######## design 1 ########
==> design_1/logic_types.png <==
Scale: 4 px per um.
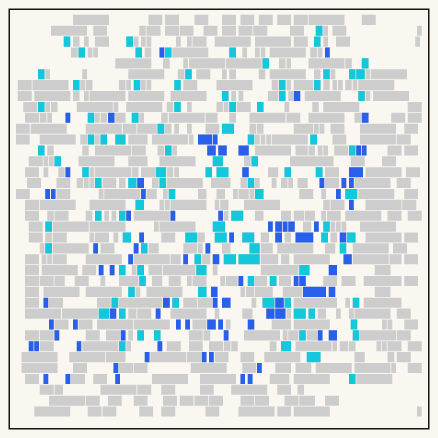
==> design_1/cell_density.png <==
Scale: 3 px per um. The die is cut into 10 by 10 equal tiles; dark purple is low, yellow is high, 0 to 100% covered.
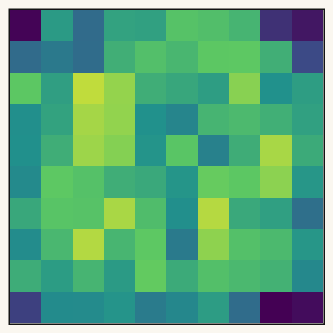
--- src/rtl/con4_board_ctrl.sv ---
// con4_board_ctrl: Connect-4 board owner; gravity drop via sequential column scan, optional win check.
// Define CON4_WIN_CHECK_EN to build the four-direction CHECK state (adds 4 cycles per placement).
module con4_board_ctrl #(
    parameter int ROWS    = 6,
    parameter int COLS    = 7,
    parameter int CONNECT = 4
) (
    input  logic                              clk,
    input  logic                              rst,
    input  logic                              clear,
    input  logic                              drop_valid,
    output logic                              drop_ready,
    input  logic [2:0]                        drop_col,
    input  logic [1:0]                        drop_player,
    output logic                              done_valid,
    output logic [1:0]                        done_status,
    output logic [2:0]                        done_row,
    output logic [0:ROWS-1][0:COLS-1][1:0]    board,
    output logic [1:0]                        winner,
    output logic                              game_over,
    output logic                              board_full
);
    localparam logic [2:0] LAST_ROW = 3'(ROWS - 1);
    localparam logic [2:0] COL_LIM  = 3'(COLS);

    typedef enum logic [2:0] {IDLE, SCAN, WRITE, CHECK, DONE} state_t;
    state_t state_q, state_d;
    logic [2:0] col_q, col_d, row_q, row_d, done_row_q, done_row_d;
    logic [1:0] player_q, player_d, status_q, status_d;
    logic [0:ROWS-1][0:COLS-1][1:0] board_q, board_d;
    logic full_q, full_d;
    logic bad_req;

`ifdef CON4_WIN_CHECK_EN
    logic [1:0] dir_q, dir_d, winner_q, winner_d;
    logic over_q, over_d, hit;
    // dir 0..3 = horizontal, vertical, diagonal, anti-diagonal; walk both ways from the new cell
    always_comb begin : run_count
        int dr, dc, r, c, cnt;
        logic run;
        dr = (dir_q == 2'd0) ? 0 : 1;
        dc = (dir_q == 2'd1) ? 0 : (dir_q == 2'd3) ? -1 : 1;
        cnt = 0;
        for (int s = -1; s <= 1; s += 2) begin
            run = 1'b1;
            for (int k = 1; k < CONNECT; k++) begin
                r = int'(row_q) + s * k * dr;
                c = int'(col_q) + s * k * dc;
                run = run && r >= 0 && r < ROWS && c >= 0 && c < COLS && board_q[3'(r)][3'(c)] == player_q;
                cnt += int'(run);
            end
        end
        hit = cnt + 1 >= CONNECT;
    end
    assign bad_req   = drop_col >= COL_LIM || (drop_player != 2'b01 && drop_player != 2'b10) || over_q;
    assign winner    = winner_q;
    assign game_over = over_q;
`else
    assign bad_req   = drop_col >= COL_LIM || (drop_player != 2'b01 && drop_player != 2'b10);
    assign winner    = 2'b00;
    assign game_over = 1'b0;
`endif

    assign drop_ready  = state_q == IDLE && !clear;
    assign done_valid  = state_q == DONE;
    assign done_status = status_q;
    assign done_row    = done_row_q;
    assign board       = board_q;
    assign board_full  = full_q;

    always_comb begin
        state_d    = state_q;
        col_d      = col_q;
        row_d      = row_q;
        player_d   = player_q;
        status_d   = status_q;
        done_row_d = done_row_q;
        board_d    = board_q;
`ifdef CON4_WIN_CHECK_EN
        dir_d      = dir_q;
        winner_d   = winner_q;
        over_d     = over_q;
`endif
        case (state_q)
            IDLE: if (drop_valid && drop_ready) begin
                col_d    = drop_col;
                player_d = drop_player;
                row_d    = LAST_ROW;
                state_d  = bad_req ? DONE : SCAN;
                if (bad_req) begin
                    status_d   = 2'b10;
                    done_row_d = 3'd0;
                end
            end
            SCAN: if (board_q[row_q][col_q] == 2'b00) begin
                state_d = WRITE;
            end else if (row_q == 3'd0) begin
                state_d    = DONE;
                status_d   = 2'b01;
                done_row_d = 3'd0;
            end else begin
                row_d = row_q - 3'd1;
            end
            WRITE: begin
                board_d[row_q][col_q] = player_q;
                status_d   = 2'b00;
                done_row_d = row_q;
`ifdef CON4_WIN_CHECK_EN
                state_d    = CHECK;
                dir_d      = 2'd0;
`else
                state_d    = DONE;
`endif
            end
`ifdef CON4_WIN_CHECK_EN
            CHECK: begin
                if (hit) begin
                    winner_d = player_q;
                    over_d   = 1'b1;
                end
                dir_d   = dir_q + 2'd1;
                state_d = (dir_q == 2'd3) ? DONE : CHECK;
            end
`endif
            DONE:    state_d = IDLE;
            default: state_d = IDLE;
        endcase
        // abort keeps the last reported result; only the board and game flags are wiped
        if (clear) begin
            state_d    = IDLE;
            board_d    = '0;
            status_d   = status_q;
            done_row_d = done_row_q;
`ifdef CON4_WIN_CHECK_EN
            winner_d   = 2'b00;
            over_d     = 1'b0;
`endif
        end
        full_d = 1'b1;
        for (int c = 0; c < COLS; c++) full_d = full_d & (|board_d[0][c]);
    end

    always_ff @(posedge clk or posedge rst) begin
        if (rst) begin
            state_q    <= IDLE;
            col_q      <= '0;
            row_q      <= '0;
            player_q   <= '0;
            status_q   <= '0;
            done_row_q <= '0;
            board_q    <= '0;
            full_q     <= 1'b0;
`ifdef CON4_WIN_CHECK_EN
            dir_q      <= '0;
            winner_q   <= '0;
            over_q     <= 1'b0;
`endif
        end else begin
            state_q    <= state_d;
            col_q      <= col_d;
            row_q      <= row_d;
            player_q   <= player_d;
            status_q   <= status_d;
            done_row_q <= done_row_d;
            board_q    <= board_d;
            full_q     <= full_d;
`ifdef CON4_WIN_CHECK_EN
            dir_q      <= dir_d;
            winner_q   <= winner_d;
            over_q     <= over_d;
`endif
        end
    end
endmodule
--- config.mk ---
export PLATFORM = sky130hd
export DESIGN_NAME = con4_board_ctrl
export DESIGN_NICKNAME = d
export VERILOG_FILES = /design/src/rtl/con4_board_ctrl.sv
export SDC_FILE = /design/constraint.sdc
export NUM_CORES = 1
export LEC_CHECK = 0
export CAP_MARGIN = 20
export CORE_UTILIZATION = 50
export DETAILED_ROUTE_END_ITERATION = 8
export PLACE_DENSITY_LB_ADDON = 0.12
export SETUP_SLACK_MARGIN = 0.15
export SYNTH_ARGS = -nofsm -noshare
export SYNTH_HDL_FRONTEND = slang
export SYNTH_SLANG_ARGS = --single-unit
export TNS_END_PERCENT = 30
--- constraint.sdc ---
create_clock -name clk -period 4.05 [get_ports clk]
set_clock_uncertainty 0.1 [all_clocks]
set_input_delay 0.6075 -clock clk [delete_from_list [all_inputs] [get_ports clk]]
set_output_delay 0.6075 -clock clk [all_outputs]
set_load 0.005 [all_outputs]
==> run notes <==
Implementation results. First-pass GRT wire length landed at around 24 mm. STA lists the startpoint of the worst register-to-register path as row_q[0]. The register with the most flip-flops in the layout has ~84 of them. Number of antenna violations at the first check in global routing landed at 0. In the final design database the tool counted between 600 and 700 nets.

Part of the total power dissipated in the clock network landed at between 30 and 40%. Summing every instance area after synthesis gives 0.00525 mm2. The switching component of the power was reported as 534 uW. From synthesis to final layout, the design area changed by 25.0%. For reference, the critical path is captured by row_q[1]. Looking at hold timing, the worst path starts from done_row[2]. The number of maximum-capacitance violations recorded for the run is 0. The post-route netlist has 7.12% of its cells at a drive strength greater than 1.

The run finished with clean final reports. Synthesized instance count landed at 590. In the final routed layout, each cell accounts on average for 18.7 um. STA classifies the critical path startpoint as a flop. Per the detailed-route log, wirelength across all metal layers totals 15.2 mm. Per the STA report, the cell with the highest stage delay on the worst path is sky130_fd_sc_hd__dfrtp_2. Per the synth log, the flip-flop and latch total comes to roughly 100. In this run switching power makes up around a quarter of total power. Count of placed standard cells including taps landed at between 700 and 800. Total number of cells along the worst setup path landed at 7.
Notes on design_1/logic_types.png above:
- aoi and oai cells: cyan (cells 102)
- nor cells: blue (cells 89)
dominant logic cell type in the layout: sky130_fd_sc_hd__clkdlybuf4s50_1
Final Non-Filler Cells: 810
fraction of standard cell area in multi-input logic: 37.8%

Notes on design_1/cell_density.png above:
- nearly empty tiles: 2.0%
- mean over tiles: 59%
- fullest tile: 91%
- tiles over 75% full: 15%
starting utilization of the core area: 51.3%
Post-Route Utilization: 64.2%

-- routing by layer --
metal	vias up	GRT usage, %	share of wire (%)
met1	2350	39.1	43
met4	0	11.9	2.1
met3	24	3.70	6.3
li1	2200	-	-
met5	-	0	0
met2	221	45.5	48
-- layout make-up --
| class | count | area share [%] |
|---|---|---|
| inverters | 10 | 0.610 |
| clock buffers | 12 | 2.21 |
| well taps | 136 | 2.59 |
| repair buffers | 114 | 16.8 |
| multi-input cells | 433 | 37.8 |
| flip-flops and latches | 101 | 38.6 |
| clock inverters | 4 | 1.45 |

######## design 2 ########
File: config.mk
export PLATFORM = sky130hd
export DESIGN_NAME = tile_accumulator
export DESIGN_NICKNAME = d
export VERILOG_FILES = /design/src/rtl/tile_accumulator.sv
export SDC_FILE = /design/constraint.sdc
export NUM_CORES = 1
export LEC_CHECK = 0
export CORE_AREA = 5 5 453 455
export DETAILED_ROUTE_END_ITERATION = 10
export DIE_AREA = 0 0 458 460
export GPL_TIMING_DRIVEN = 0
export PLACE_DENSITY = 0.43
export SYNTH_ARGS = -nofsm -noshare
export SYNTH_HDL_FRONTEND = slang
export SYNTH_SLANG_ARGS = --single-unit
File: constraint.sdc
create_clock -name clk_i -period 5.04 [get_ports clk_i]
set_input_delay 1.26 -clock clk_i [delete_from_list [all_inputs] [get_ports clk_i]]
set_output_delay 1.26 -clock clk_i [all_outputs]
set_load 0.05 [all_outputs]
File: src/rtl/tile_accumulator.sv
// tile_accumulator
//
// Output-side stage sitting directly behind the matrix multiply-accumulate
// unit. It holds the running M x N int32 accumulator and feeds it back into
// the MAC unit's C input, so successive K-tiles accumulate as D = A*B + C.
// Every accepted D matrix simply replaces the accumulator; the addition itself
// happens inside the MAC unit.
//
// Once the programmed number of tiles has arrived, or a tile arrives flagged
// with last_in, the block drains the accumulator one row per handshake over a
// valid/ready stream toward writeback, then returns to accumulating.

module tile_accumulator #(
  parameter  int M      = 4,
  parameter  int N      = 4,
  parameter  int CNT_W  = 8,
  localparam int RIDX_W = (M > 1) ? $clog2(M) : 1
) (
  input  logic                            clk_i,
  input  logic                            rst_ni,

  // Tile stream from the MAC unit
  input  logic signed [M-1:0][N-1:0][31:0] D_in,
  input  logic                            valid_in,
  output logic                            ready_in,
  input  logic                            last_in,
  input  logic        [CNT_W-1:0]         num_tiles,

  // Accumulator fed back to the MAC unit's C operand
  output logic signed [M-1:0][N-1:0][31:0] C_out,

  // Row drain stream toward writeback
  output logic signed [N-1:0][31:0]        row_out,
  output logic        [RIDX_W-1:0]        row_idx,
  output logic                            valid_out,
  input  logic                            ready_out,

  // Progress within the current output matrix
  output logic        [CNT_W-1:0]         tile_cnt
);

  typedef enum logic {
    ACCUM = 1'b0,
    DRAIN = 1'b1
  } state_t;

  localparam logic [RIDX_W-1:0] LAST_ROW = RIDX_W'(M - 1);

  state_t                           state;
  logic signed [M-1:0][N-1:0][31:0] acc;
  logic        [CNT_W-1:0]          target;

  logic                             tile_fire;
  logic                             row_fire;
  logic                             first_tile;
  logic        [CNT_W-1:0]          num_eff;
  logic        [CNT_W-1:0]          cur_target;
  logic        [CNT_W:0]            cnt_next;
  logic                             is_last;

  // Handshakes are decoded purely from the state register so neither ready_in
  // nor valid_out ever combinationally depends on the opposite-side handshake.
  assign ready_in  = (state == ACCUM);
  assign valid_out = (state == DRAIN);
  assign tile_fire = valid_in  && ready_in;
  assign row_fire  = valid_out && ready_out;

  // Work out whether the tile being offered closes the matrix. On the first
  // tile the target register is not loaded yet, so compare against the live
  // num_tiles (with 0 promoted to 1); later tiles use the latched target so
  // mid-matrix num_tiles changes are ignored.
  always_comb begin
    first_tile = (tile_cnt == '0);
    num_eff    = (num_tiles == '0) ? CNT_W'(1) : num_tiles;
    cur_target = first_tile ? num_eff : target;
    cnt_next   = {1'b0, tile_cnt} + {{CNT_W{1'b0}}, 1'b1};
    is_last    = last_in || (cnt_next == {1'b0, cur_target});
  end

  // C operand back to the MAC unit: zero for the first tile of a matrix so the
  // previous result never leaks in, otherwise the frozen accumulator. Only
  // registers feed this, never D_in.
  always_comb begin
    C_out = acc;
    if (state == ACCUM && first_tile) begin
      C_out = '0;
    end
  end

  // Drained row is the addressed accumulator row while draining, and held at
  // zero otherwise so idle writeback sees a clean bus.
  always_comb begin
    row_out = '0;
    if (state == DRAIN) begin
      row_out = acc[row_idx];
    end
  end

  // Main controller: captures tiles and counts them while accumulating, then
  // walks the row index while draining. The accumulator is only written on a
  // tile accept, which cannot happen in DRAIN, so it is frozen there.
  always_ff @(posedge clk_i or negedge rst_ni) begin
    if (!rst_ni) begin
      state    <= ACCUM;
      acc      <= '0;
      target   <= CNT_W'(1);
      tile_cnt <= '0;
      row_idx  <= '0;
    end else begin
      case (state)
        ACCUM: begin
          if (tile_fire) begin
            acc <= D_in;
            if (first_tile) begin
              target <= num_eff;
            end
            if (is_last) begin
              tile_cnt <= '0;
              row_idx  <= '0;
              state    <= DRAIN;
            end else begin
              tile_cnt <= cnt_next[CNT_W-1:0];
            end
          end
        end
        DRAIN: begin
          if (row_fire) begin
            if (row_idx == LAST_ROW) begin
              row_idx <= '0;
              state   <= ACCUM;
            end else begin
              row_idx <= row_idx + RIDX_W'(1);
            end
          end
        end
        default: begin
          state <= ACCUM;
        end
      endcase
    end
  end

endmodule

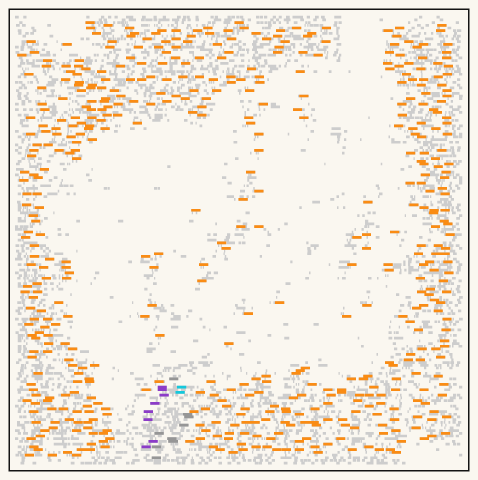
(design_2/flops_by_reg.png)
Scale: 1 px per um. Other sequential cells in the stronger grey, the rest of the logic in the fainter grey.
- `tile_cnt`: purple (flops 8)
- `acc`: orange (flops 512; where spread over the die)
- `row_idx`: cyan (flops 2)
- not coloured: 9
Post-Route Utilization: 22.7%
share of cell area taken by flip-flops and latches: 29.2%
register area: 0.0133 mm2

==> run notes <==
Implementation results. Floorplan-stage core utilization landed at about 14%. Data-path buffer share of cell area in the final layout landed at 28.0%. Ranking logic cells in the layout by count gives the top entries sky130_fd_sc_hd__nand2_1 (1,548), sky130_fd_sc_hd__clkdlybuf4s50_1 (623), sky130_fd_sc_hd__dfrtp_1 (530). At floorplan, the net count of the design was reported as about 3,700. The flow ran to the end, and the final reports show no timing, DRC or antenna violations.

Counting the warning lines in the Yosys log gives 0. Of the available clock period, the critical path in the final layout requires between 90% and 100%. Met3 layer usage reported by global route landed at a little over 8%. Cts-stage hold buffer count landed at 0. Sorting the synthesized cells by area gives the leading types as sky130_fd_sc_hd__dfrtp_1 (48%), sky130_fd_sc_hd__nand2_1 (21%), sky130_fd_sc_hd__nor2b_1 (12%), sky130_fd_sc_hd__mux4_2 (10%), sky130_fd_sc_hd__and2_1 (2.9%). The cell sitting at the root of the clock tree is a sky130_fd_sc_hd__clkbuf_16. Across all register-to-register paths, the minimum setup slack is 1.43 ns. In this run the critical register-to-register path is captured at acc[253]. For this sky-water flow run, the detailed-routed wirelength per cell is reported as approximately 33 um. Met2 track demand over resource landed at between 30 and 40%. Area of the die landed at roughly 0.21 mm2.
==> state kept, by name (all words and copies together), names as in the netlist <==
register and count:
tile_cnt 8, row_idx 2, valid_out 1, target 8, acc 512

######## design 3 ########
==> design_3/logic_types.png <==
Scale: 4 px per um.
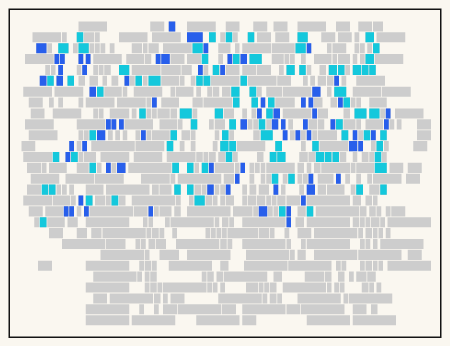
===== config.mk =====
export PLATFORM = sky130hd
export DESIGN_NAME = cdu_count_source
export DESIGN_NICKNAME = d
export VERILOG_FILES = /design/src/rtl/cdu_count_source.sv
export SDC_FILE = /design/constraint.sdc
export NUM_CORES = 1
export LEC_CHECK = 0
export ABC_AREA = 1
export ABC_CLOCK_PERIOD_IN_PS = 2900
export CAP_MARGIN = 15
export CORE_ASPECT_RATIO = 0.75
export CORE_MARGIN = 2
export CORE_UTILIZATION = 60
export CTS_BUF_LIST = sky130_fd_sc_hd__clkbuf_2 sky130_fd_sc_hd__clkbuf_4 sky130_fd_sc_hd__clkbuf_8
export CTS_CLUSTER_SIZE = 8
export DETAILED_ROUTE_END_ITERATION = 12
export GPL_ROUTABILITY_DRIVEN = 0
export PLACE_DENSITY = 0.83
export REMOVE_ABC_BUFFERS = 1
export SLEW_MARGIN = 20
export SYNTH_ARGS = -nofsm -noshare
export SYNTH_HDL_FRONTEND = slang
export SYNTH_SLANG_ARGS = --single-unit

===== constraint.sdc =====
create_clock -name CLOCK -period 2.9 [get_ports CLOCK]
set_clock_uncertainty 0.15 [all_clocks]
set_input_delay 0.29 -clock CLOCK [delete_from_list [all_inputs] [get_ports CLOCK]]
set_output_delay 0.29 -clock CLOCK [all_outputs]
set_load 0.03 [all_outputs]

===== src/rtl/cdu_count_source.sv =====
// Counter-drive source: queues signed count deltas and turns each one into a
// train of PCDU/MCDU request levels, paced by RATE_DIV and guarded by a watchdog.
module cdu_count_source #(
  parameter int FIFO_DEPTH = 4,
  parameter int WDOG_MAX   = 1023
) (
  input  logic        CLOCK,
  input  logic        SIM_RST,
  input  logic        VCC,
  input  logic        GND,
  input  logic        CMD_VALID,
  output logic        CMD_READY,
  input  logic [11:0] CMD_DELTA,
  input  logic [7:0]  RATE_DIV,
  input  logic        CNTACK,
  output logic        PCDU,
  output logic        MCDU,
  output logic [11:0] REMAIN,
  output logic        BUSY,
  output logic        TIMEOUT
);

  localparam int AW = (FIFO_DEPTH > 1) ? $clog2(FIFO_DEPTH) : 1;
  localparam int WW = $clog2(WDOG_MAX + 1);
  localparam logic [AW:0]   FULL_LEVEL = (AW+1)'(FIFO_DEPTH);
  localparam logic [AW:0]   CNT_ONE    = (AW+1)'(1);
  localparam logic [AW-1:0] PTR_ONE    = AW'(1);
  localparam logic [WW-1:0] WDOG_ONE   = WW'(1);
  localparam logic [WW-1:0] WDOG_LAST  = WW'(WDOG_MAX - 1);

  typedef enum logic [1:0] {
    IDLE = 2'd0,
    LOAD = 2'd1,
    REQ  = 2'd2,
    GAP  = 2'd3
  } state_t;

  state_t        state;
  state_t        state_nx;
  logic [11:0]   mem [FIFO_DEPTH];
  logic [AW-1:0] wr_ptr;
  logic [AW-1:0] rd_ptr;
  logic [AW:0]   count;
  logic [AW:0]   count_nx;
  logic          push;
  logic          pop;
  logic [11:0]   head;
  logic [11:0]   head_mag;
  logic          dir;
  logic          dir_nx;
  logic [11:0]   remain_nx;
  logic [7:0]    gap_cnt;
  logic [7:0]    gap_nx;
  logic [WW-1:0] wdog;
  logic [WW-1:0] wdog_nx;
  logic          timeout_nx;
  logic          unused_supply;

  // Two's-complement magnitude; -2048 maps onto 12'h800, which REMAIN can hold.
  function automatic logic [11:0] magnitude(input logic [11:0] d);
    if (d[11]) begin
      magnitude = ~d + 12'd1;
    end else begin
      magnitude = d;
    end
  endfunction

  assign unused_supply = VCC ^ GND;
  assign push          = CMD_VALID && CMD_READY;
  assign pop           = (state == LOAD);
  assign head          = mem[rd_ptr];
  assign head_mag      = magnitude(head);

  always_comb begin
    count_nx = count;
    case ({push, pop})
      2'b10:   count_nx = count + CNT_ONE;
      2'b01:   count_nx = count - CNT_ONE;
      default: count_nx = count;
    endcase
  end

  always_comb begin
    state_nx   = state;
    remain_nx  = REMAIN;
    dir_nx     = dir;
    gap_nx     = gap_cnt;
    wdog_nx    = wdog;
    timeout_nx = TIMEOUT;
    case (state)
      IDLE: begin
        if (count != '0) begin
          state_nx = LOAD;
        end else begin
          state_nx = IDLE;
        end
      end
      LOAD: begin
        remain_nx = head_mag;
        dir_nx    = head[11];
        wdog_nx   = '0;
        if (head_mag == 12'd0) begin
          state_nx = IDLE;
        end else begin
          state_nx = REQ;
        end
      end
      REQ: begin
        // An acknowledge on the final cycle of the watchdog window still counts.
        if (CNTACK) begin
          remain_nx = REMAIN - 12'd1;
          wdog_nx   = '0;
          if (REMAIN == 12'd1) begin
            state_nx = IDLE;
          end else begin
            state_nx = GAP;
            gap_nx   = RATE_DIV;
          end
        end else if (wdog == WDOG_LAST) begin
          timeout_nx = 1'b1;
          remain_nx  = 12'd0;
          wdog_nx    = '0;
          state_nx   = IDLE;
        end else begin
          wdog_nx = wdog + WDOG_ONE;
        end
      end
      GAP: begin
        if (gap_cnt == 8'd0) begin
          state_nx = REQ;
          wdog_nx  = '0;
        end else begin
          gap_nx = gap_cnt - 8'd1;
        end
      end
      default: begin
        state_nx = IDLE;
      end
    endcase
  end

  // Command storage carries data only; occupancy and pointers live below.
  always_ff @(posedge CLOCK) begin
    if (push) begin
      mem[wr_ptr] <= CMD_DELTA;
    end
  end

  // Sequencer state, FIFO bookkeeping and all registered outputs.
  always_ff @(posedge CLOCK) begin
    if (SIM_RST) begin
      state     <= IDLE;
      wr_ptr    <= '0;
      rd_ptr    <= '0;
      count     <= '0;
      dir       <= 1'b0;
      gap_cnt   <= 8'd0;
      wdog      <= '0;
      CMD_READY <= 1'b0;
      PCDU      <= 1'b0;
      MCDU      <= 1'b0;
      REMAIN    <= 12'd0;
      BUSY      <= 1'b0;
      TIMEOUT   <= 1'b0;
    end else begin
      state     <= state_nx;
      count     <= count_nx;
      dir       <= dir_nx;
      gap_cnt   <= gap_nx;
      wdog      <= wdog_nx;
      REMAIN    <= remain_nx;
      TIMEOUT   <= timeout_nx;
      CMD_READY <= (count_nx != FULL_LEVEL);
      BUSY      <= (state_nx != IDLE) || (count_nx != '0);
      PCDU      <= (state_nx == REQ) && !dir_nx;
      MCDU      <= (state_nx == REQ) && dir_nx;
      if (push) begin
        wr_ptr <= wr_ptr + PTR_ONE;
      end
      if (pop) begin
        rd_ptr <= rd_ptr + PTR_ONE;
      end
    end
  end

endmodule

==> run notes <==
Implementation results. Post-CTS repair ended up resizing 0 cells. The cell-mix breakdown from Yosys lists the adder-cell area share as 4.83%. Yosys stat counts 584 cells in the synthesized netlist. Cell depth of the worst min-delay path landed at 2. The initialized floorplan defines 28 standard-cell rows. In the log, the iteration count for the first detailed-route pass is 5. Number of antenna repair diodes landed at 0.

Delay of the slowest cell on the worst path landed at ~0.43 ns. After layout, the worst setup slack is approximately 0.32 ns. Multi-input combinational cell count landed at roughly 400. Synthesis-to-layout area growth landed at 15.5%. Routing resource usage on met1 recorded by global route was between 30% and 40%. The tree built by TritonCTS fans out to 95 sinks. For reference, the final report shows the hold violation count at 0. Looking at the area split, the leading class of cells is flip-flops and latches. Counting the fill cells in the layout gives between 600 and 700.

From bottom edge to top edge, the die measures just over 80 um. Reg2reg setup slack landed at approximately 0.32 ns. The synthesis run shows multiplexers occupying 0% of the cell area. The flow ran to the end, and the final reports show no timing, DRC or antenna violations. Core region area landed at about 0.0078 mm2. STA classifies the critical path endpoint as a flop. The detailed router reported a total wirelength of 10.6 mm. The post-synth count of flops with an enable pin is 48. Per the GRT congestion report, total overflow comes to 0.

Summing the areas of all xor and xnor instances in the mapped netlist gives under 10% of the synthesized area. After detailed placement, the design holds a cell count of between 700 and 800. The flow inserted ~110 tap cells. Total DRC errors in the routed layout landed at 0.

Worst setup timing slack at the placement stage landed at 0.245 ns.
Notes on design_3/logic_types.png above:
- nor cells: blue (cells 73)
- aoi and oai cells: cyan (cells 90)
Final Non-Filler Cells: 741
fraction of standard cell area in multi-input logic: 37.1%
dominant logic cell type in the layout: sky130_fd_sc_hd__nand2_1

-- worst min-delay path by stage --
stage / slack (ns) / endpoint
after global placement: 0.30 / wdog[8]
after detailed placement: 0.31 / TIMEOUT
final: 0.33 / wdog[6]
after CTS: 0.33 / gap_cnt[0]
after floorplan: 0.21 / CMD_READY
after global routing: 0.34 / gap_cnt[0]
-- power by group through the flow --
stage	logic [uW]	clock network [uW]	registers [uW]
floorplan	1370	0	1960
global placement	2070	0	1810
detailed placement	2150	0	1820
CTS	2190	940	1790
global route	2500	994	1830
finish	2220	925	1800

######## design 4 ########
## src/rtl/div_sqrt_mant_iter.sv

```systemverilog
// Radix-2 restoring mantissa divider / square-root core, one result bit per cycle.
// Latency N+1 edges (N = effective precision); Start is ignored while busy and Kill aborts at once.
module div_sqrt_mant_iter #(
    parameter int C_MANT   = 23,
    parameter int C_PREC_W = $clog2(C_MANT+4)
) (
    input  logic                Clk_CI,
    input  logic                Rst_RBI,
    input  logic                Start_SI,
    input  logic                Kill_SI,
    input  logic                Sqrt_SI,
    input  logic                Odd_SI,
    input  logic [C_PREC_W-1:0] Prec_SI,
    input  logic [C_MANT:0]     OpA_DI,
    input  logic [C_MANT:0]     OpB_DI,
    output logic                Ready_SO,
    output logic                Busy_SO,
    output logic                Done_SO,
    output logic [C_MANT+2:0]   Res_DO,
    output logic                Sticky_SO
);

    localparam int C_RES = C_MANT + 3;
    localparam int C_REM = C_MANT + 6;
    localparam int C_RAD = C_MANT + 2;
    localparam logic [C_PREC_W-1:0] C_RES_P = C_PREC_W'(C_RES);

    typedef enum logic [1:0] {S_IDLE, S_BUSY, S_DONE} state_e;

    state_e                state_q, state_d;
    logic                  sqrt_q, sqrt_d;
    logic [C_MANT:0]       opb_q, opb_d;
    logic [C_RAD-1:0]      rad_q, rad_d;
    logic [C_REM-1:0]      rem_q, rem_d;
    logic [C_RES-1:0]      part_q, part_d;
    logic [C_RES-1:0]      res_q, res_d;
    logic                  sticky_q, sticky_d;
    logic [C_PREC_W-1:0]   cnt_q, cnt_d;
    logic [C_PREC_W-1:0]   n_q, n_d;

    logic [C_PREC_W-1:0]   prec_n;
    logic [C_PREC_W-1:0]   shamt;
    logic [C_REM-1:0]      cur, trial, sub;
    logic                  ge;
    logic [C_RES-1:0]      iter_part;
    logic                  accept;

    // One recurrence step; sqrt brings down the next radicand bit pair each cycle.
    always_comb begin
        prec_n = (Prec_SI == '0 || Prec_SI > C_RES_P) ? C_RES_P : Prec_SI;
        if (sqrt_q) begin
            cur   = {rem_q[C_REM-3:0], rad_q[C_RAD-1 -: 2]};
            trial = C_REM'({part_q, 2'b01});
        end else begin
            cur   = rem_q;
            trial = C_REM'(opb_q);
        end
        ge        = (cur >= trial);
        sub       = ge ? (cur - trial) : cur;
        iter_part = {part_q[C_RES-2:0], ge};
        shamt     = C_RES_P - n_q;
    end

    assign accept = Start_SI && !Kill_SI && (state_q != S_BUSY);

    always_comb begin
        state_d  = state_q;
        sqrt_d   = sqrt_q;
        opb_d    = opb_q;
        rad_d    = rad_q;
        rem_d    = rem_q;
        part_d   = part_q;
        res_d    = res_q;
        sticky_d = sticky_q;
        cnt_d    = cnt_q;
        n_d      = n_q;

        case (state_q)
            S_IDLE, S_DONE: begin
                if (accept) begin
                    state_d = S_BUSY;
                    sqrt_d  = Sqrt_SI;
                    opb_d   = OpB_DI;
                    rad_d   = Odd_SI ? {OpA_DI, 1'b0} : {1'b0, OpA_DI};
                    rem_d   = Sqrt_SI ? '0 : C_REM'(OpA_DI);
                    part_d  = '0;
                    cnt_d   = prec_n;
                    n_d     = prec_n;
                end else if (state_q == S_DONE) begin
                    state_d = S_IDLE;
                end
            end
            S_BUSY: begin
                part_d = iter_part;
                cnt_d  = cnt_q - 1'b1;
                if (sqrt_q) begin
                    rem_d = sub;
                    rad_d = {rad_q[C_RAD-3:0], 2'b00};
                end else begin
                    rem_d = {sub[C_REM-2:0], 1'b0};
                end
                if (cnt_q == C_PREC_W'(1)) begin
                    state_d  = S_DONE;
                    res_d    = iter_part << shamt;
                    sticky_d = (sub != '0);
                end
            end
            default: state_d = S_IDLE;
        endcase

        if (Kill_SI) begin
            state_d  = S_IDLE;
            cnt_d    = '0;
            res_d    = '0;
            sticky_d = 1'b0;
        end
    end

    always_ff @(posedge Clk_CI or negedge Rst_RBI) begin
        if (!Rst_RBI) begin
            state_q  <= S_IDLE;
            sqrt_q   <= 1'b0;
            opb_q    <= '0;
            rad_q    <= '0;
            rem_q    <= '0;
            part_q   <= '0;
            res_q    <= '0;
            sticky_q <= 1'b0;
            cnt_q    <= '0;
            n_q      <= '0;
        end else begin
            state_q  <= state_d;
            sqrt_q   <= sqrt_d;
            opb_q    <= opb_d;
            rad_q    <= rad_d;
            rem_q    <= rem_d;
            part_q   <= part_d;
            res_q    <= res_d;
            sticky_q <= sticky_d;
            cnt_q    <= cnt_d;
            n_q      <= n_d;
        end
    end

    assign Ready_SO  = (state_q != S_BUSY);
    assign Busy_SO   = (state_q == S_BUSY);
    assign Done_SO   = (state_q == S_DONE);
    assign Res_DO    = res_q;
    assign Sticky_SO = sticky_q;

endmodule

```

## config.mk

```make
export PLATFORM = sky130hd
export DESIGN_NAME = div_sqrt_mant_iter
export DESIGN_NICKNAME = d
export VERILOG_FILES = /design/src/rtl/div_sqrt_mant_iter.sv
export SDC_FILE = /design/constraint.sdc
export NUM_CORES = 1
export LEC_CHECK = 0
export CELL_PAD_IN_SITES_DETAIL_PLACEMENT = 1
export CELL_PAD_IN_SITES_GLOBAL_PLACEMENT = 1
export CORE_UTILIZATION = 48
export CTS_CLUSTER_SIZE = 25
export DETAILED_ROUTE_END_ITERATION = 8
export GPL_ROUTABILITY_DRIVEN = 0
export PLACE_DENSITY_LB_ADDON = 0.1
export SYNTH_ARGS = -nofsm -noshare
export SYNTH_HDL_FRONTEND = slang
export SYNTH_SLANG_ARGS = --single-unit
```

## constraint.sdc

```tcl
create_clock -name Clk_CI -period 10.6 [get_ports Clk_CI]
set_input_delay 1.59 -clock Clk_CI [delete_from_list [all_inputs] [get_ports Clk_CI]]
set_output_delay 1.59 -clock Clk_CI [all_outputs]
set_load 0.005 [all_outputs]
```

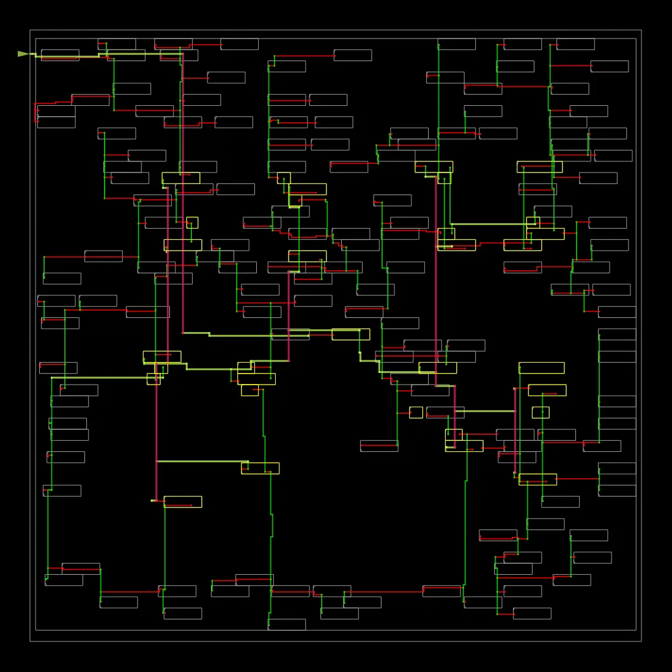
(design_4/clocks.png)
flop count: 144
Worst Skew: 0.0109 ns

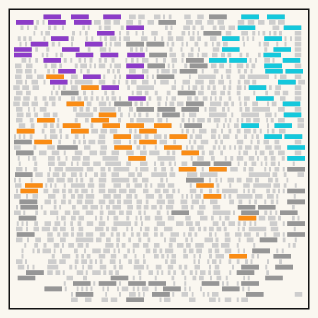
(design_4/flops_by_reg.png)
Scale: 2 px per um. Other sequential cells in the stronger grey, the rest of the logic in the fainter grey.
- `rem_q`: orange (flops 29)
- `rad_q`: purple (flops 25)
- `Res_DO`: cyan (flops 26; where north-east)
- not coloured: 64
Post-Route Utilization: 56.7%
Power Sequential: 801 uW

==> run notes <==
Implementation results. The run finished with clean final reports. At the worst endpoint, the arrival time is 5.80 ns. The repair_antennas step left the layout with diodes totalling 0. In this run the critical path is formed by buf_4 -> mux2_2 -> ha_1 -> and3_1 -> and4_1 -> a41o_1 -> a211o_1 -> a21o_1 -> mux2i_1 -> a211oi_1 -> nor2_1 -> o21ai_0. CTS saw ~140 sinks. According to the Yosys statistics, the synthesized design has a chip area of slightly above 0.01 mm2. Total area of multi-input combinational cells landed at between 0.006 and 0.007 mm2. The critical path crosses 12 cells after its start point.

Post-synthesis share of cell area spent on full adders, half adders and majority gates landed at ~3.9%. Per the area breakdown, the dominant cell category is logic gates. Of all the cell area in the finished design, the clock network holds between 5 and 6%. Number of post-CTS setup repair buffers landed at 0. As logged by OpenROAD, the buffers inserted on ports number just under 90.

Number of flops mapped to enable cells by yosys landed at 0. In this run the clock root is driven by a sky130_fd_sc_hd__clkbuf_16. Number of search-and-repair iterations in the first detailed-routing pass landed at 5.

Synthesis produced around 1,200 cells. After synthesis the netlist holds a flip-flop and latch count of about 140. The worst setup path is of the flop to flop kind. After synthesis, the largest area contributor takes up between 30% and 40% of total cell area.

Delay of the slowest cell on the worst path landed at 0.92 ns.
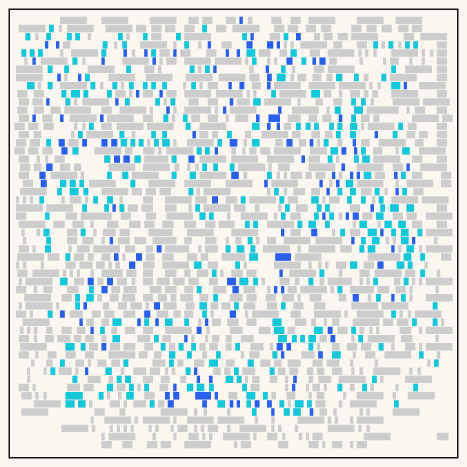
(design_4/logic_types.png)
Scale: 3 px per um.
- nor cells: blue (cells 145; where spread over the die)
- aoi and oai cells: cyan (cells 294; where spread over the die)
dominant logic cell type in the layout: sky130_fd_sc_hd__nand2_1
Final Non-Filler Cells: 1,565
fraction of standard cell area in multi-input logic: 52.7%

layer usage:
layer / wire length (um) / vias to the layer above / track usage [%]
met5: 0 / - / 0
met4: 1340 / 0 / 15.8
met3: 1160 / 95 / 4.31
met2: 17100 / 264 / 54.9
met1: 14500 / 4831 / 39.0
li1: - / 4525 / -
report_power, final:
| group | switching (uW) | internal (uW) |
|---|---|---|
| registers | 137 | 664 |
| clock network | 288 | 359 |
| logic | 1430 | 907 |
metrics by stage:
step	area, um2	std cells
2_1_floorplan	10400	1249
3_3_place_gp	11400	1533
3_5_place_dp	11400	1533
4_1_cts	12000	1565
5_1_grt	12000	1565
6_report	12000	1565


## Gallery

Clock routing.
picture 1
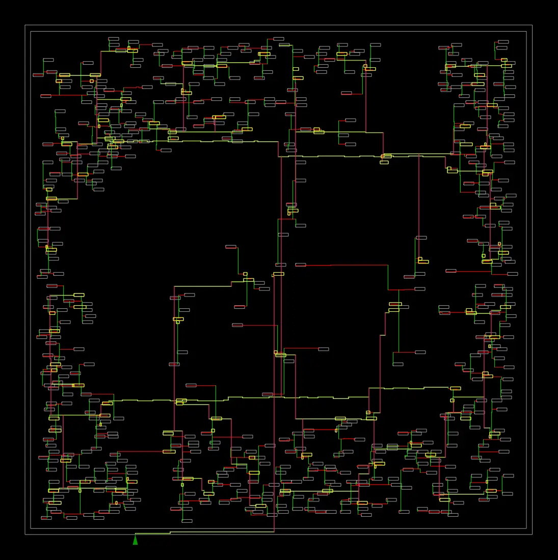
picture 2
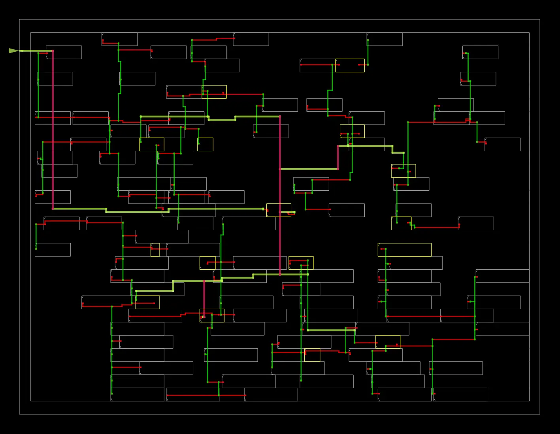
picture 3
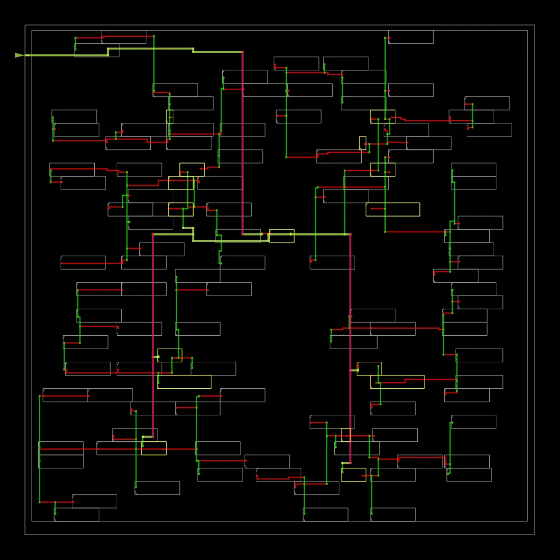
Design 3 is picture 2.
Design 1 is picture 3.
Design 2 is picture 1.
Of these, most sequential cells: picture 1

Power is estimated from default activity; no workload was simulated.
